######## qam_demapper_flat ########
qam_demapper_flat, nets reached from selected ports:
Drawn at 4 px/um.
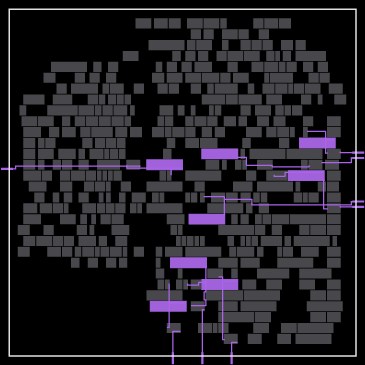
### config.mk
export PLATFORM = sky130hd
export DESIGN_NAME = qam_demapper_flat
export DESIGN_NICKNAME = d
export VERILOG_FILES = /design/src/rtl/qam_demapper_if.sv /design/src/rtl/qam_demapper.sv /design/src/flat_wrapper.sv
export SDC_FILE = /design/constraint.sdc
export NUM_CORES = 1
export LEC_CHECK = 0
export CAP_MARGIN = 10
export CORE_MARGIN = 1.5
export CORE_UTILIZATION = 33
export CTS_CLUSTER_DIAMETER = 30
export DETAILED_ROUTE_END_ITERATION = 6
export SYNTH_ARGS = -nofsm -noshare
export SYNTH_HDL_FRONTEND = slang
export SYNTH_SLANG_ARGS = --single-unit
### constraint.sdc
create_clock -name aclk -period 2 [get_ports aclk]
set_input_delay 0.4 -clock aclk [delete_from_list [all_inputs] [get_ports aclk]]
set_output_delay 0.4 -clock aclk [all_outputs]
set_load 0.01 [all_outputs]
### src/rtl/qam_demapper_if.sv
// Stream bundle for the 16-QAM demapper: FFT bins in, packed symbol words out.
// Modport slave is the demapper's view; master is the driving environment's view.
interface qam_demapper_if #(
    parameter int unsigned B = 8
) ();
    logic [31:0]  s_data_in;
    logic         s_dvalid;
    logic         s_dlast;
    logic         s_dready;
    logic [B-1:0] m_data_out;
    logic         m_dvalid;
    logic         m_dready;

    modport slave (
        input  s_data_in, s_dvalid, s_dlast, m_dready,
        output s_dready, m_data_out, m_dvalid
    );

    modport master (
        output s_data_in, s_dvalid, s_dlast, m_dready,
        input  s_dready, m_data_out, m_dvalid
    );
endinterface

### src/rtl/qam_demapper.sv
// Hard-decision 16-QAM demapper: slices enabled FFT data bins and packs symbols MSB-first.
// Define QAM_DEMAP_EVM_EN to add a per-frame saturating error-magnitude accumulator.
module qam_demapper #(
    parameter int unsigned B      = 8,
    parameter int unsigned N      = 8,
    parameter int unsigned LOG2M  = 4,
    parameter int unsigned THRESH = 21770
) (
    input  logic       aclk,
    input  logic       reset,
    qam_demapper_if.slave bus,
    input  logic [7:0] carrier_control,
    output logic       frame_err
`ifdef QAM_DEMAP_EVM_EN
    ,
    output logic [23:0] evm_acc,
    output logic        evm_valid
`endif
);
    localparam int unsigned Frame = 2 * N;
    localparam int unsigned IdxW  = $clog2(Frame);
    localparam int unsigned CntW  = $clog2(B + 1);
    localparam logic [16:0] Thresh = 17'(THRESH);

    logic [IdxW-1:0] idx_q, idx_d;
    logic [CntW-1:0] cnt_q, cnt_d;
    logic [B-1:0]    pack_q, pack_d, data_q, data_d;
    logic [7:0]      mask_q, mask_d;
    logic            valid_q, valid_d, err_q, err_d;

    logic            accept, last_beat, is_data;
    logic [15:0]     re, im;
    logic [16:0]     abs_re, abs_im;
    logic            big_re, big_im;
    logic [3:0]      sym;

    assign bus.s_dready   = ~valid_q | bus.m_dready;
    assign bus.m_dvalid   = valid_q;
    assign bus.m_data_out = data_q;
    assign frame_err      = err_q;

    assign accept    = bus.s_dvalid & bus.s_dready;
    assign last_beat = (idx_q == IdxW'(Frame - 1)) | bus.s_dlast;
    assign is_data   = (idx_q != '0) && (idx_q < IdxW'(N)) && mask_q[3'(idx_q)];

    // 17-bit magnitudes so that -32768 maps to +32768 without overflow.
    assign re     = bus.s_data_in[31:16];
    assign im     = bus.s_data_in[15:0];
    assign abs_re = re[15] ? (17'h10000 - {1'b0, re}) : {1'b0, re};
    assign abs_im = im[15] ? (17'h10000 - {1'b0, im}) : {1'b0, im};
    assign big_re = abs_re >= Thresh;
    assign big_im = abs_im >= Thresh;
    assign sym    = {~re[15], ~big_re, ~im[15], ~big_im};

    always_comb begin
        idx_d   = idx_q;
        cnt_d   = cnt_q;
        pack_d  = pack_q;
        data_d  = data_q;
        mask_d  = mask_q;
        err_d   = err_q;
        valid_d = valid_q & ~bus.m_dready;
        if (accept) begin
            idx_d = last_beat ? '0 : idx_q + 1'b1;
            if (idx_q == '0) mask_d = carrier_control;
            if (bus.s_dlast != (idx_q == IdxW'(Frame - 1))) err_d = 1'b1;
            if (is_data) begin
                pack_d = (pack_q << LOG2M) | B'(sym);
                if (cnt_q + CntW'(LOG2M) == CntW'(B)) begin
                    data_d  = pack_d;
                    valid_d = 1'b1;
                    cnt_d   = '0;
                end else begin
                    cnt_d = cnt_q + CntW'(LOG2M);
                end
            end
        end
    end

    always_ff @(posedge aclk or posedge reset) begin
        if (reset) begin
            idx_q   <= '0;
            cnt_q   <= '0;
            pack_q  <= '0;
            data_q  <= '0;
            mask_q  <= '0;
            valid_q <= 1'b0;
            err_q   <= 1'b0;
        end else begin
            idx_q   <= idx_d;
            cnt_q   <= cnt_d;
            pack_q  <= pack_d;
            data_q  <= data_d;
            mask_q  <= mask_d;
            valid_q <= valid_d;
            err_q   <= err_d;
        end
    end

`ifdef QAM_DEMAP_EVM_EN
    logic [16:0] lvl_re, lvl_im, dev_re, dev_im;
    logic [24:0] total;
    logic [23:0] sum_q, sum_d, sat, acc_d;
    logic        ev_d;

    always_comb begin
        lvl_re = big_re ? 17'd32736 : 17'd10803;
        lvl_im = big_im ? 17'd32736 : 17'd10803;
        dev_re = (abs_re >= lvl_re) ? abs_re - lvl_re : lvl_re - abs_re;
        dev_im = (abs_im >= lvl_im) ? abs_im - lvl_im : lvl_im - abs_im;
        total  = {1'b0, sum_q} + (is_data ? 25'(dev_re) + 25'(dev_im) : 25'd0);
        sat    = total[24] ? 24'hFFFFFF : total[23:0];
        sum_d  = sum_q;
        acc_d  = evm_acc;
        ev_d   = 1'b0;
        if (accept) begin
            if (last_beat) begin
                acc_d = sat;
                ev_d  = 1'b1;
                sum_d = '0;
            end else begin
                sum_d = sat;
            end
        end
    end

    always_ff @(posedge aclk or posedge reset) begin
        if (reset) begin
            sum_q     <= '0;
            evm_acc   <= '0;
            evm_valid <= 1'b0;
        end else begin
            sum_q     <= sum_d;
            evm_acc   <= acc_d;
            evm_valid <= ev_d;
        end
    end
`endif
endmodule

### src/flat_wrapper.sv
// flat-port wrapper written by rule: the top's interface ports become plain ports
module qam_demapper_flat 
#(
    parameter int unsigned B      = 8,
    parameter int unsigned N      = 8,
    parameter int unsigned LOG2M  = 4,
    parameter int unsigned THRESH = 21770
)
  (aclk, reset, carrier_control, frame_err, bus_s_data_in, bus_s_dvalid, bus_s_dlast, bus_m_dready, bus_s_dready, bus_m_data_out, bus_m_dvalid);
  qam_demapper_if #(.B(B)) bus_i ();
  input  logic aclk;
  input  logic reset;
  input  logic [7:0] carrier_control;
  output logic frame_err;
  input wire logic [$bits(bus_i.s_data_in)-1:0] bus_s_data_in;
  input wire logic [$bits(bus_i.s_dvalid)-1:0] bus_s_dvalid;
  input wire logic [$bits(bus_i.s_dlast)-1:0] bus_s_dlast;
  input wire logic [$bits(bus_i.m_dready)-1:0] bus_m_dready;
  output wire logic [$bits(bus_i.s_dready)-1:0] bus_s_dready;
  output wire logic [$bits(bus_i.m_data_out)-1:0] bus_m_data_out;
  output wire logic [$bits(bus_i.m_dvalid)-1:0] bus_m_dvalid;
  assign bus_i.s_data_in = bus_s_data_in;
  assign bus_i.s_dvalid = bus_s_dvalid;
  assign bus_i.s_dlast = bus_s_dlast;
  assign bus_i.m_dready = bus_m_dready;
  assign bus_s_dready = bus_i.s_dready;
  assign bus_m_data_out = bus_i.m_data_out;
  assign bus_m_dvalid = bus_i.m_dvalid;
  qam_demapper #(.B(B), .N(N), .LOG2M(LOG2M), .THRESH(THRESH)) u_core (.aclk(aclk), .reset(reset), .bus(bus_i), .carrier_control(carrier_control), .frame_err(frame_err));
endmodule
==> results.yml <==
# implementation run metrics
power_and_ir_drop:
  p_int_mw: 1.630
  max-vdd-ir-drop_v: 0.0002780
  p_per_area_nw_per_um2: 663.0
  top_power_group: "combinational cells"
timing:
  hold_slack_ps: 461.0
  rsz0062_at_grt: "true"
  fin_ws_ps: -281.8
  setup_viol: 2
global_routing:
  antenna_found_initial: 0
die:
  rows: 30
  well_tap_count: 80
critical_path:
  crit_chain: "buf_6 -> or4_4 -> buf_6 -> o21a_1 -> o32ai_2 -> o311ai_1 -> o221ai_1 -> a32oi_1 -> mux2_4"
finish:
  comb_cells: 203
  stdcell_area_um2: 3633
  n_antenna_cell: 0
  area_delta_synth_final_pct: 58.69
  num-nonclk-inverters: 17
placement:
  post-place-ws_ps: -1034
  dp_hpwl_um: 4642
synth:
  ys_seq_elements: 28
  synthTopCellsByArea: "dfrtp_1 31%, mux2_2 4.9%, ha_1 4.4%"
run_status:
  status: "complete, but fails checks"
  violations: "setup timing"
route:
  drt_iter0_markers: 88
  drtAntennaViolNets: 0
job:
  warnings: 33
cts:
  clkSinkCount: 28
  hold_buffers: 0
About 'nets reached from selected ports' of qam_demapper_flat:
Purple shows bus_m_data_out, bits 8, direction output, end cells 8, buffers 8, wire 245 um.

==> layer usage <==
layer  up-vias  wire length [um]
li1       1208                 -
met1      1136              2836
met2        49              3161
met3         2               218
met4         0                18
met5         -                 0
==> worst paths after layout <==
kind	start	endpoint	slack (ps)	cells after the start
setup / recovery	bus_s_data_in[23]	u_core.bus.m_data_out[2]	-280	9
hold / removal	u_core.frame_err	u_core.frame_err	460	1
setup reg to reg	u_core.idx_q[0]	u_core.bus.m_data_out[6]	140	5
hold reg to reg	u_core.frame_err	u_core.frame_err	460	1
max in group asynchronous	reset	u_core.idx_q[0]	1260	3
min in group asynchronous	reset	u_core.mask_q[2]	470	3
==> stage by stage <==
stage | total power, mW | setup TNS (ps) | utilization, %
finish | 2.409 | -560.3 | 53.78
global route | 2.600 | -710.5 | 53.78
CTS | 2.410 | -545.2 | 51.87
detailed placement | 2.057 | -3524 | 50.02
global placement | 2.024 | -3695 | 50.02
floorplan | 1.534 | -1155 | -
==> flip-flops by register name, summed over array words and instances, names as in the netlist <==
name,flops
u_core.cnt_q,2
u_core.mask_q,8
u_core.frame_err,1
u_core.bus.m_data_out,8
u_core.pack_q,4
u_core.idx_q,4
u_core.bus.m_dvalid,1

######## dual_lane_dispatcher ########
### config.mk
export PLATFORM = sky130hd
export DESIGN_NAME = dual_lane_dispatcher
export DESIGN_NICKNAME = d
export VERILOG_FILES = /design/src/rtl/dual_lane_dispatcher.sv
export SDC_FILE = /design/constraint.sdc
export NUM_CORES = 1
export LEC_CHECK = 0
export CORE_AREA = 2 2 115 94
export CTS_CLUSTER_DIAMETER = 30
export DETAILED_ROUTE_END_ITERATION = 16
export DIE_AREA = 0 0 117 96
export MAX_ROUTING_LAYER = met4
export PLACE_DENSITY = 0.79
export SETUP_SLACK_MARGIN = 0.4
export SLEW_MARGIN = 20
export SYNTH_ARGS = -nofsm -noshare
export SYNTH_HDL_FRONTEND = slang
export SYNTH_SLANG_ARGS = --single-unit
### constraint.sdc
create_clock -name clk -period 2.97 [get_ports clk]
set_input_delay 0.297 -clock clk [delete_from_list [all_inputs] [get_ports clk]]
set_output_delay 0.297 -clock clk [all_outputs]
set_load 0.01 [all_outputs]
### src/rtl/dual_lane_dispatcher.sv
// Splits one valid/ready byte stream into two buffered lanes: bytes above the
// threshold go to lane A, the rest to lane B. Each lane has a FIFO and a counter.

module dld_lane_fifo #(
  parameter int DATA_W = 8,
  parameter int DEPTH  = 4,
  parameter int CNT_W  = 16
) (
  input  logic                     clk,
  input  logic                     rst_n,
  input  logic                     push,
  input  logic [DATA_W-1:0]        push_data,
  input  logic                     pop_ready,
  output logic                     valid,
  output logic [DATA_W-1:0]        data,
  output logic [$clog2(DEPTH):0]   level,
  output logic [CNT_W-1:0]         count
);
  localparam int AW = $clog2(DEPTH);
  localparam int LW = AW + 1;

  logic [DEPTH-1:0][DATA_W-1:0] mem_q, mem_d;
  logic [AW-1:0]                wr_ptr_q, wr_ptr_d;
  logic [AW-1:0]                rd_ptr_q, rd_ptr_d;
  logic [LW-1:0]                level_q, level_d;
  logic [CNT_W-1:0]             count_q, count_d;
  logic                         do_push, do_pop;

  assign valid = (level_q != '0);
  assign data  = valid ? mem_q[rd_ptr_q] : '0;
  assign level = level_q;
  assign count = count_q;

  always_comb begin
    mem_d    = mem_q;
    wr_ptr_d = wr_ptr_q;
    rd_ptr_d = rd_ptr_q;
    count_d  = count_q;
    // The full guard is redundant with the top's in_ready but keeps the lane safe standalone.
    do_push  = push && (level_q != LW'(DEPTH));
    do_pop   = valid && pop_ready;
    if (do_push) begin
      mem_d[wr_ptr_q] = push_data;
      wr_ptr_d        = wr_ptr_q + 1'b1;
      count_d         = count_q + 1'b1;
    end
    if (do_pop) rd_ptr_d = rd_ptr_q + 1'b1;
    level_d = level_q + LW'(do_push) - LW'(do_pop);
  end

  always_ff @(posedge clk or negedge rst_n) begin
    if (!rst_n) begin
      mem_q    <= '0;
      wr_ptr_q <= '0;
      rd_ptr_q <= '0;
      level_q  <= '0;
      count_q  <= '0;
    end else begin
      mem_q    <= mem_d;
      wr_ptr_q <= wr_ptr_d;
      rd_ptr_q <= rd_ptr_d;
      level_q  <= level_d;
      count_q  <= count_d;
    end
  end
endmodule

module dual_lane_dispatcher #(
  parameter int DATA_W = 8,
  parameter int DEPTH  = 4,
  parameter int CNT_W  = 16
) (
  input  logic                   clk,
  input  logic                   rst_n,
  input  logic [DATA_W-1:0]      threshold,
  input  logic                   in_valid,
  output logic                   in_ready,
  input  logic [DATA_W-1:0]      in_data,
  output logic                   a_valid,
  input  logic                   a_ready,
  output logic [DATA_W-1:0]      a_data,
  output logic                   b_valid,
  input  logic                   b_ready,
  output logic [DATA_W-1:0]      b_data,
  output logic [$clog2(DEPTH):0] a_level,
  output logic [$clog2(DEPTH):0] b_level,
  output logic [CNT_W-1:0]       a_count,
  output logic [CNT_W-1:0]       b_count
);
  localparam int NUM_LANES = 2;
  localparam int LW        = $clog2(DEPTH) + 1;

  // Lane 0 is A, lane 1 is B.
  logic [NUM_LANES-1:0]             lane_push, lane_ready, lane_valid;
  logic [NUM_LANES-1:0][DATA_W-1:0] lane_data;
  logic [NUM_LANES-1:0][LW-1:0]     lane_level;
  logic [NUM_LANES-1:0][CNT_W-1:0]  lane_count;
  logic                             accept, to_a;

  // Any full lane stalls the input, even for bytes bound for the other lane.
  assign in_ready   = (lane_level[0] != LW'(DEPTH)) && (lane_level[1] != LW'(DEPTH));
  assign accept     = in_valid && in_ready;
  assign to_a       = (in_data > threshold);
  assign lane_push  = {accept && !to_a, accept && to_a};
  assign lane_ready = {b_ready, a_ready};

  for (genvar g = 0; g < NUM_LANES; g++) begin : g_lane
    dld_lane_fifo #(.DATA_W(DATA_W), .DEPTH(DEPTH), .CNT_W(CNT_W)) u_fifo (
      .clk       (clk),
      .rst_n     (rst_n),
      .push      (lane_push[g]),
      .push_data (in_data),
      .pop_ready (lane_ready[g]),
      .valid     (lane_valid[g]),
      .data      (lane_data[g]),
      .level     (lane_level[g]),
      .count     (lane_count[g])
    );
  end

  assign a_valid = lane_valid[0];
  assign b_valid = lane_valid[1];
  assign a_data  = lane_data[0];
  assign b_data  = lane_data[1];
  assign a_level = lane_level[0];
  assign b_level = lane_level[1];
  assign a_count = lane_count[0];
  assign b_count = lane_count[1];
endmodule

==> results.yml <==
# implementation run metrics
timing:
  hold_slack_ps: -15.57
  hold_violations: 16
run_status:
  violations: "hold timing"
  status: "complete, but fails checks"
global_routing:
  grt_pass1_wl_um: 18520
  overflow: 0
  grt_use_met2_pct: 33.86
critical_path:
  path_buffers: 3
  critPathTopFamily: "adder cells"
  slowest_stage: "clkdlybuf4s50_1"
synth:
  ys_seq_elements: 110
  synthTopCellsByArea: "dfrtp_1 51%, mux2_4 8.8%, mux4_2 6.6%"
finish:
  lay_top_cells: "107 x dfrtp_1, 64 x clkdlybuf4s50_1, 34 x xnor2_1"
  largest_cell_class: "flip-flops and latches"
cts:
  cts_tree: "built"
route:
  routedWlPerCell_um: 18.15
-- registers in the layout (all words and copies together) (netlist names) --
register                cells
g_lane.u_fifo.level         6
g_lane.u_fifo.wr_ptr_q      4
g_lane.u_fifo.rd_ptr_q      4
g_lane.u_fifo.mem_q        64
g_lane.u_fifo.count        32
-- power breakdown --
part	switching (mW)	internal (mW)
Combinational	1.07	1.92
Sequential	0.538	2.11
Clock	0.525	0.674
Total	2.13	4.71
-- worst register-to-register path: cells and delay by family, from the launching register on --
kind	cells	cell delay (ps)
DFF	1	450
xor gates and xnor gates	2	320
buffers and inverters	2	110
and+or+nand+nor	2	670
adders and majority gates	3	820
-- path summary, 6_finish.rpt --
path                                             from                    endpoint  depth (start not counted)
max                                      threshold[6]   g_lane[0].u_fifo.level[2]                         11
min                                             rst_n   g_lane[1].u_fifo.mem_q[0]                          1
max reg2reg                 g_lane[0].u_fifo.level[1]   g_lane[0].u_fifo.level[2]                          9
min reg2reg                g_lane[1].u_fifo.count[15]  g_lane[1].u_fifo.count[15]                          1
max in group asynchronous                       rst_n   g_lane[1].u_fifo.level[2]                          2
min in group clk                           in_data[4]  g_lane[1].u_fifo.mem_q[20]                          3
dual_lane_dispatcher, clock network drawn from the DEF:
Drawn at 4 px/um.
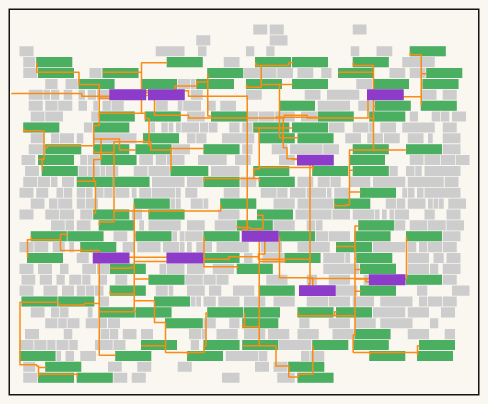
Orange shows clock wires, length 1280 um. Green shows flip-flops, count 110. Purple shows cells driving clock nets, count 9.
Position of the flops: all over the die. There are 10 routed clock nets.

dual_lane_dispatcher, placement by cell class:
Drawn at 3 px/um. Fill, decap, tap and diode cells in gray.
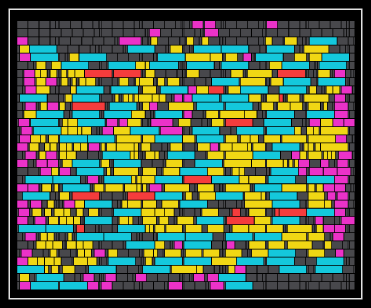
Yellow shows all other logic, cells 264, share of their area 40%. Cyan shows flip-flops, cells 110, share of their area 41%. Red shows clock drivers and dummy loads, cells 15, share of their area 4.4%. Magenta shows other buffers and delay cells, cells 96, share of their area 15%.
sequential share of cell area: 40.12%
row cnt: 33
core region area: 10120 um^2
post-route cell area: 6870 um^2


######## ps2_key_decoder ########
===== src/rtl/ps2_key_decoder_pkg.sv =====
// Scan-code constants, key indices and the scan-code to key lookup shared by the keyboard front end.
package ps2_key_decoder_pkg;

    localparam logic [7:0] SC_E0    = 8'hE0;
    localparam logic [7:0] SC_F0    = 8'hF0;
    localparam logic [7:0] SC_E1    = 8'hE1;
    localparam logic [7:0] SC_A     = 8'h1C;
    localparam logic [7:0] SC_D     = 8'h23;
    localparam logic [7:0] SC_W     = 8'h1D;
    localparam logic [7:0] SC_SPACE = 8'h29;
    localparam logic [7:0] SC_LEFT  = 8'h6B;
    localparam logic [7:0] SC_RIGHT = 8'h74;
    localparam logic [7:0] SC_UP    = 8'h75;

    localparam int NUM_KEYS = 7;

    typedef enum logic [2:0] {
        KEY_A     = 3'd0,
        KEY_D     = 3'd1,
        KEY_W     = 3'd2,
        KEY_SPACE = 3'd3,
        KEY_LEFT  = 3'd4,
        KEY_RIGHT = 3'd5,
        KEY_UP    = 3'd6
    } key_idx_e;

    typedef struct packed {
        logic     hit;
        key_idx_e idx;
    } key_match_t;

    // Extended and plain codes live in separate namespaces: ext 1C is not the A key.
    function automatic key_match_t key_lookup(input logic [7:0] code, input logic ext);
        key_match_t m;
        m.hit = 1'b1;
        m.idx = KEY_A;
        if (!ext) begin
            case (code)
                SC_A:     m.idx = KEY_A;
                SC_D:     m.idx = KEY_D;
                SC_W:     m.idx = KEY_W;
                SC_SPACE: m.idx = KEY_SPACE;
                default:  m.hit = 1'b0;
            endcase
        end else begin
            case (code)
                SC_LEFT:  m.idx = KEY_LEFT;
                SC_RIGHT: m.idx = KEY_RIGHT;
                SC_UP:    m.idx = KEY_UP;
                default:  m.hit = 1'b0;
            endcase
        end
        return m;
    endfunction

endpackage


===== src/rtl/ps2_rx.sv =====
// PS/2 frame receiver: 2-FF sync, falling-edge detect, 11-bit frame FSM with parity/stop/timeout checks.
// Latency: byte_valid/frame_err one cycle after the stop-bit edge is detected (edge seen 3 cycles after ps2_clk falls).
// Backpressure: none; the keyboard cannot be stalled, results are single-cycle pulses.
module ps2_rx
    import ps2_key_decoder_pkg::*;
#(
    parameter int TIMEOUT_CYCLES = 20000
) (
    input  logic       clk,
    input  logic       rstn,
    input  logic       ps2_clk,
    input  logic       ps2_data,
    output logic       byte_valid,
    output logic [7:0] byte_data,
    output logic       frame_err
);

    localparam int TW = $clog2(TIMEOUT_CYCLES + 1);

    localparam logic [0:0] ST_IDLE = 1'b0;
    localparam logic [0:0] ST_RECV = 1'b1;

    logic          clk_s1, clk_s2, clk_prev;
    logic          dat_s1, dat_s2;
    logic [0:0]    state;
    logic [3:0]    bit_cnt;
    logic [8:0]    shift_r;
    logic [TW-1:0] tmo_cnt;
    logic          fall;

    assign fall = clk_prev & ~clk_s2;

    always_ff @(posedge clk) begin
        if (!rstn) begin
            // Sync stages reset to the idle line level so reset release never fakes an edge.
            clk_s1     <= 1'b1;
            clk_s2     <= 1'b1;
            clk_prev   <= 1'b1;
            dat_s1     <= 1'b1;
            dat_s2     <= 1'b1;
            state      <= ST_IDLE;
            bit_cnt    <= '0;
            shift_r    <= '0;
            tmo_cnt    <= '0;
            byte_valid <= 1'b0;
            byte_data  <= '0;
            frame_err  <= 1'b0;
        end else begin
            clk_s1     <= ps2_clk;
            clk_s2     <= clk_s1;
            clk_prev   <= clk_s2;
            dat_s1     <= ps2_data;
            dat_s2     <= dat_s1;
            byte_valid <= 1'b0;
            frame_err  <= 1'b0;
            if (fall) begin
                tmo_cnt <= '0;
            end
            case (state)
                ST_IDLE: begin
                    if (fall && !dat_s2) begin
                        state   <= ST_RECV;
                        bit_cnt <= 4'd1;
                    end
                end
                default: begin
                    if (fall) begin
                        if (bit_cnt == 4'd10) begin
                            state   <= ST_IDLE;
                            bit_cnt <= '0;
                            if ((^shift_r) && dat_s2) begin
                                byte_valid <= 1'b1;
                                byte_data  <= shift_r[7:0];
                            end else begin
                                frame_err <= 1'b1;
                            end
                        end else begin
                            // After nine shifts [7:0] holds the data byte and [8] the parity bit.
                            shift_r <= {dat_s2, shift_r[8:1]};
                            bit_cnt <= bit_cnt + 4'd1;
                        end
                    end else if (tmo_cnt == TW'(TIMEOUT_CYCLES - 1)) begin
                        state     <= ST_IDLE;
                        bit_cnt   <= '0;
                        tmo_cnt   <= '0;
                        frame_err <= 1'b1;
                    end else begin
                        tmo_cnt <= tmo_cnt + TW'(1);
                    end
                end
            endcase
        end
    end

endmodule


===== src/rtl/ps2_key_decoder.sv =====
// Keyboard front end: PS/2 receiver plus E0/F0 prefix tracking and per-key pressed state for left/right/jump.
// Latency: key levels change two cycles after the stop-bit edge is detected.
// Backpressure: none; every good byte is consumed in the cycle it is reported.
module ps2_key_decoder
    import ps2_key_decoder_pkg::*;
#(
    parameter int TIMEOUT_CYCLES = 20000
) (
    input  logic       clk,
    input  logic       rstn,
    input  logic       ps2_clk,
    input  logic       ps2_data,
    output logic       left,
    output logic       right,
    output logic       jump,
    output logic       byte_valid,
    output logic [7:0] byte_data,
    output logic       frame_err
);

    logic                ext_flag;
    logic                brk_flag;
    logic [NUM_KEYS-1:0] pressed;
    key_match_t          key_m;

    ps2_rx #(
        .TIMEOUT_CYCLES(TIMEOUT_CYCLES)
    ) u_rx (
        .clk       (clk),
        .rstn      (rstn),
        .ps2_clk   (ps2_clk),
        .ps2_data  (ps2_data),
        .byte_valid(byte_valid),
        .byte_data (byte_data),
        .frame_err (frame_err)
    );

    always_comb begin
        key_m = key_lookup(byte_data, ext_flag);
    end

    always_ff @(posedge clk) begin
        if (!rstn) begin
            ext_flag <= 1'b0;
            brk_flag <= 1'b0;
            pressed  <= '0;
        end else if (frame_err) begin
            // A corrupted byte may have been the tail of a prefix sequence, so drop pending prefixes.
            ext_flag <= 1'b0;
            brk_flag <= 1'b0;
        end else if (byte_valid) begin
            if (byte_data == SC_E0) begin
                ext_flag <= 1'b1;
            end else if (byte_data == SC_F0) begin
                brk_flag <= 1'b1;
            end else if (byte_data != SC_E1) begin
                if (key_m.hit) begin
                    pressed[key_m.idx] <= ~brk_flag;
                end
                ext_flag <= 1'b0;
                brk_flag <= 1'b0;
            end
        end
    end

    // Opposing directions are both reported; downstream logic arbitrates.
    assign left  = pressed[KEY_A] | pressed[KEY_LEFT];
    assign right = pressed[KEY_D] | pressed[KEY_RIGHT];
    assign jump  = pressed[KEY_W] | pressed[KEY_SPACE] | pressed[KEY_UP];

endmodule

===== config.mk =====
export PLATFORM = sky130hd
export DESIGN_NAME = ps2_key_decoder
export DESIGN_NICKNAME = d
export VERILOG_FILES = /design/src/rtl/ps2_key_decoder_pkg.sv /design/src/rtl/ps2_rx.sv /design/src/rtl/ps2_key_decoder.sv
export SDC_FILE = /design/constraint.sdc
export NUM_CORES = 1
export LEC_CHECK = 0
export CORE_ASPECT_RATIO = 0.7
export CORE_UTILIZATION = 60
export DETAILED_ROUTE_END_ITERATION = 10
export PLACE_DENSITY_LB_ADDON = 0.3
export SLEW_MARGIN = 20
export SYNTH_ARGS = -nofsm -noshare
export SYNTH_HDL_FRONTEND = slang
export SYNTH_HIERARCHICAL = 1
export SYNTH_SLANG_ARGS = --single-unit

===== constraint.sdc =====
create_clock -name clk -period 3.62 [get_ports clk]
set_input_delay 0.724 -clock clk [delete_from_list [all_inputs] [get_ports clk]]
set_output_delay 0.724 -clock clk [all_outputs]
set_load 0.01 [all_outputs]

ps2_key_decoder, nets reached from selected ports:
Drawn at 4 px/um.
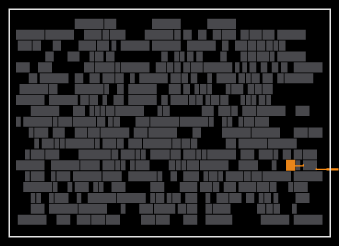
Orange shows left, bits 1, direction output, end cells 1, buffers 1, wire 5.80 um.

==> results.yml <==
# implementation run metrics
placement:
  post-place-ws_ps: 1216
  placed_area_um2: 2734
  gp_congestion: 0.8501
  place_inst: 347
synth:
  ys_types: 53
  yosysSeqAreaShare_pct: 41.67
  avgSynthCellArea_um2: 8.810
  synth-main-ff-cell: "dfxtp_1"
  edf_count: 0
  synth_nets: 296
route:
  routed_wl_um: 5095
  routedWlPerCell_um: 14.35
  drc: 0
  drtAntennaViolNets: 0
  viasPerCell: 5.907
  wl_met1_um: 2475
  dr_wl_met2_um: 2314
  vias: 2097
cts:
  ctsLongestPathBuffers: 2
  clockRootBuffer: "clkbuf_8"
  hold_buffers: 0
  clkSinkCount: 53
  post_cts_buffers: 0
  cts_buffers: 5
  clock_latency_ps: 310
critical_path:
  critPathTopFamily: "buffers and inverters"
  cp.depth: 1
  cp_data_arrival_time_ps: 1480
  path_buffers: 1
  slowest_stage: "clkdlybuf4s50_1"
finish:
  n_antenna_cell: 0
  largest_cell_class: "logic gates"
  sh_seq_area_pct: 37.46
  comb_cells: 218
  num-nonclk-inverters: 7
  area_delta_synth_final_pct: 11.25
  clock_area_share_pct: 3.489
  fin_util_pct: 70.93
  stdcell_count: 355
  register_area_um2: 1061
timing:
  fmax_ghz: 0.4545
  tns_ps: 0
  report.final.slew_viol_count: 0
  hold_slack_ps: 416.1
  rsz0062_at_grt: "false"
power_and_ir_drop:
  max-vdd-ir-drop_v: 0.0002866
  total_power_mw: 0.9662
  p_per_area_nw_per_um2: 341.1
global_routing:
  grt_pass1_wl_um: 8763
  grt_pass1_vias: 1888
  grt_use_met2_pct: 41.03
  grtUsageMet3_pct: 4.878
  grt_max_degree: 31
  antenna_found_initial: 0
die:
  core_um2: 3994
  ios: 17
  die_w_um: 79.86
  die_area_um2: 4512
  die_y_um: 56.51
hold_path:
  holdPathStages: 1
run_status:
  status: "finished clean"
ps2_key_decoder, placement by cell class:
Drawn at 4 px/um. Fill, decap, tap and diode cells in gray.
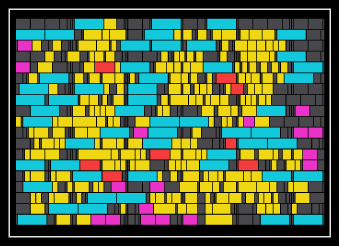
Yellow shows all other logic, cells 225, share of their area 52%. Magenta shows other buffers and delay cells, cells 17, share of their area 6.1%. Cyan shows flip-flops, cells 53, share of their area 38%. Red shows clock drivers and dummy loads, cells 8, share of their area 3.6%.

==> cell families (layout without fill, tap and decap cells) <==
family	after synthesis	count (layout)	share of synthesized area, %
and+or+nand+nor	137	137	28.94
DFF	53	53	41.67
buffers and inverters	18	32	2.801
xor gates and xnor gates	11	11	4.324
adders and majority gates	3	3	1.474
AOI/OAI and AO/OA	44	44	11.74
muxes	23	23	9.042
==> sequential cells by signal (all words and copies together), names as in the netlist, 4 cells and up <==
| signal | flops |
|---|---|
| pressed | 7 |
| u_rx/bit_cnt | 4 |
| u_rx/byte_data | 8 |
| u_rx/shift_r | 9 |
| u_rx/tmo_cnt | 15 |
==> report_power, final <==
part	leakage [nW]	internal, mW	total (mW)	switching [mW]
clock network	0.0478	0.158	0.354	0.196
logic	0.592	0.00813	0.0253	0.0171
registers	0.428	0.585	0.587	0.00184
==> final timing paths <==
check               startpoint               to  slack, ps
max reg2reg    u_rx/tmo_cnt[0]  u_rx/bit_cnt[0]       1590
min reg2reg        u_rx/clk_s1      u_rx/clk_s2        420
min                u_rx/clk_s1      u_rx/clk_s2        420
max          u_rx/byte_data[7]     byte_data[7]       1420


==> notes/layouts.md <==
Pictures saved along the way, in no particular order.

Clock wiring as the flow saved it.
image #1
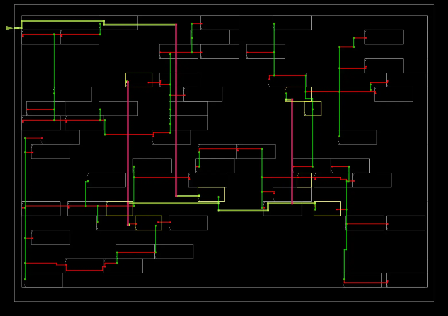
image #2
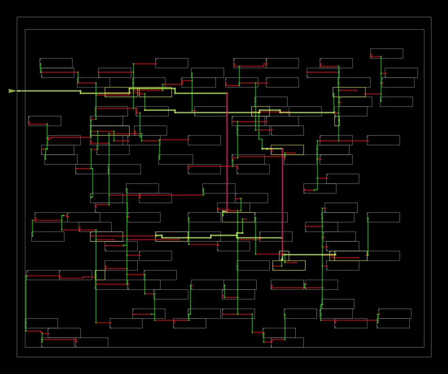
image #3
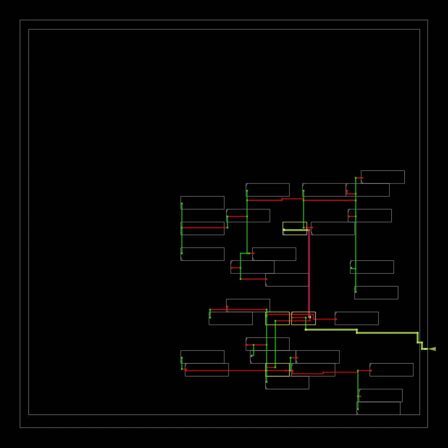
| from | picture |
|---|---|
| dual_lane_dispatcher | image #2 |
| ps2_key_decoder | image #1 |
| qam_demapper_flat | image #3 |
- most sequential cells: image #2
- fewest sequential cells: image #3

Power figures rest on the tool's default switching activity, not on a simulated workload.
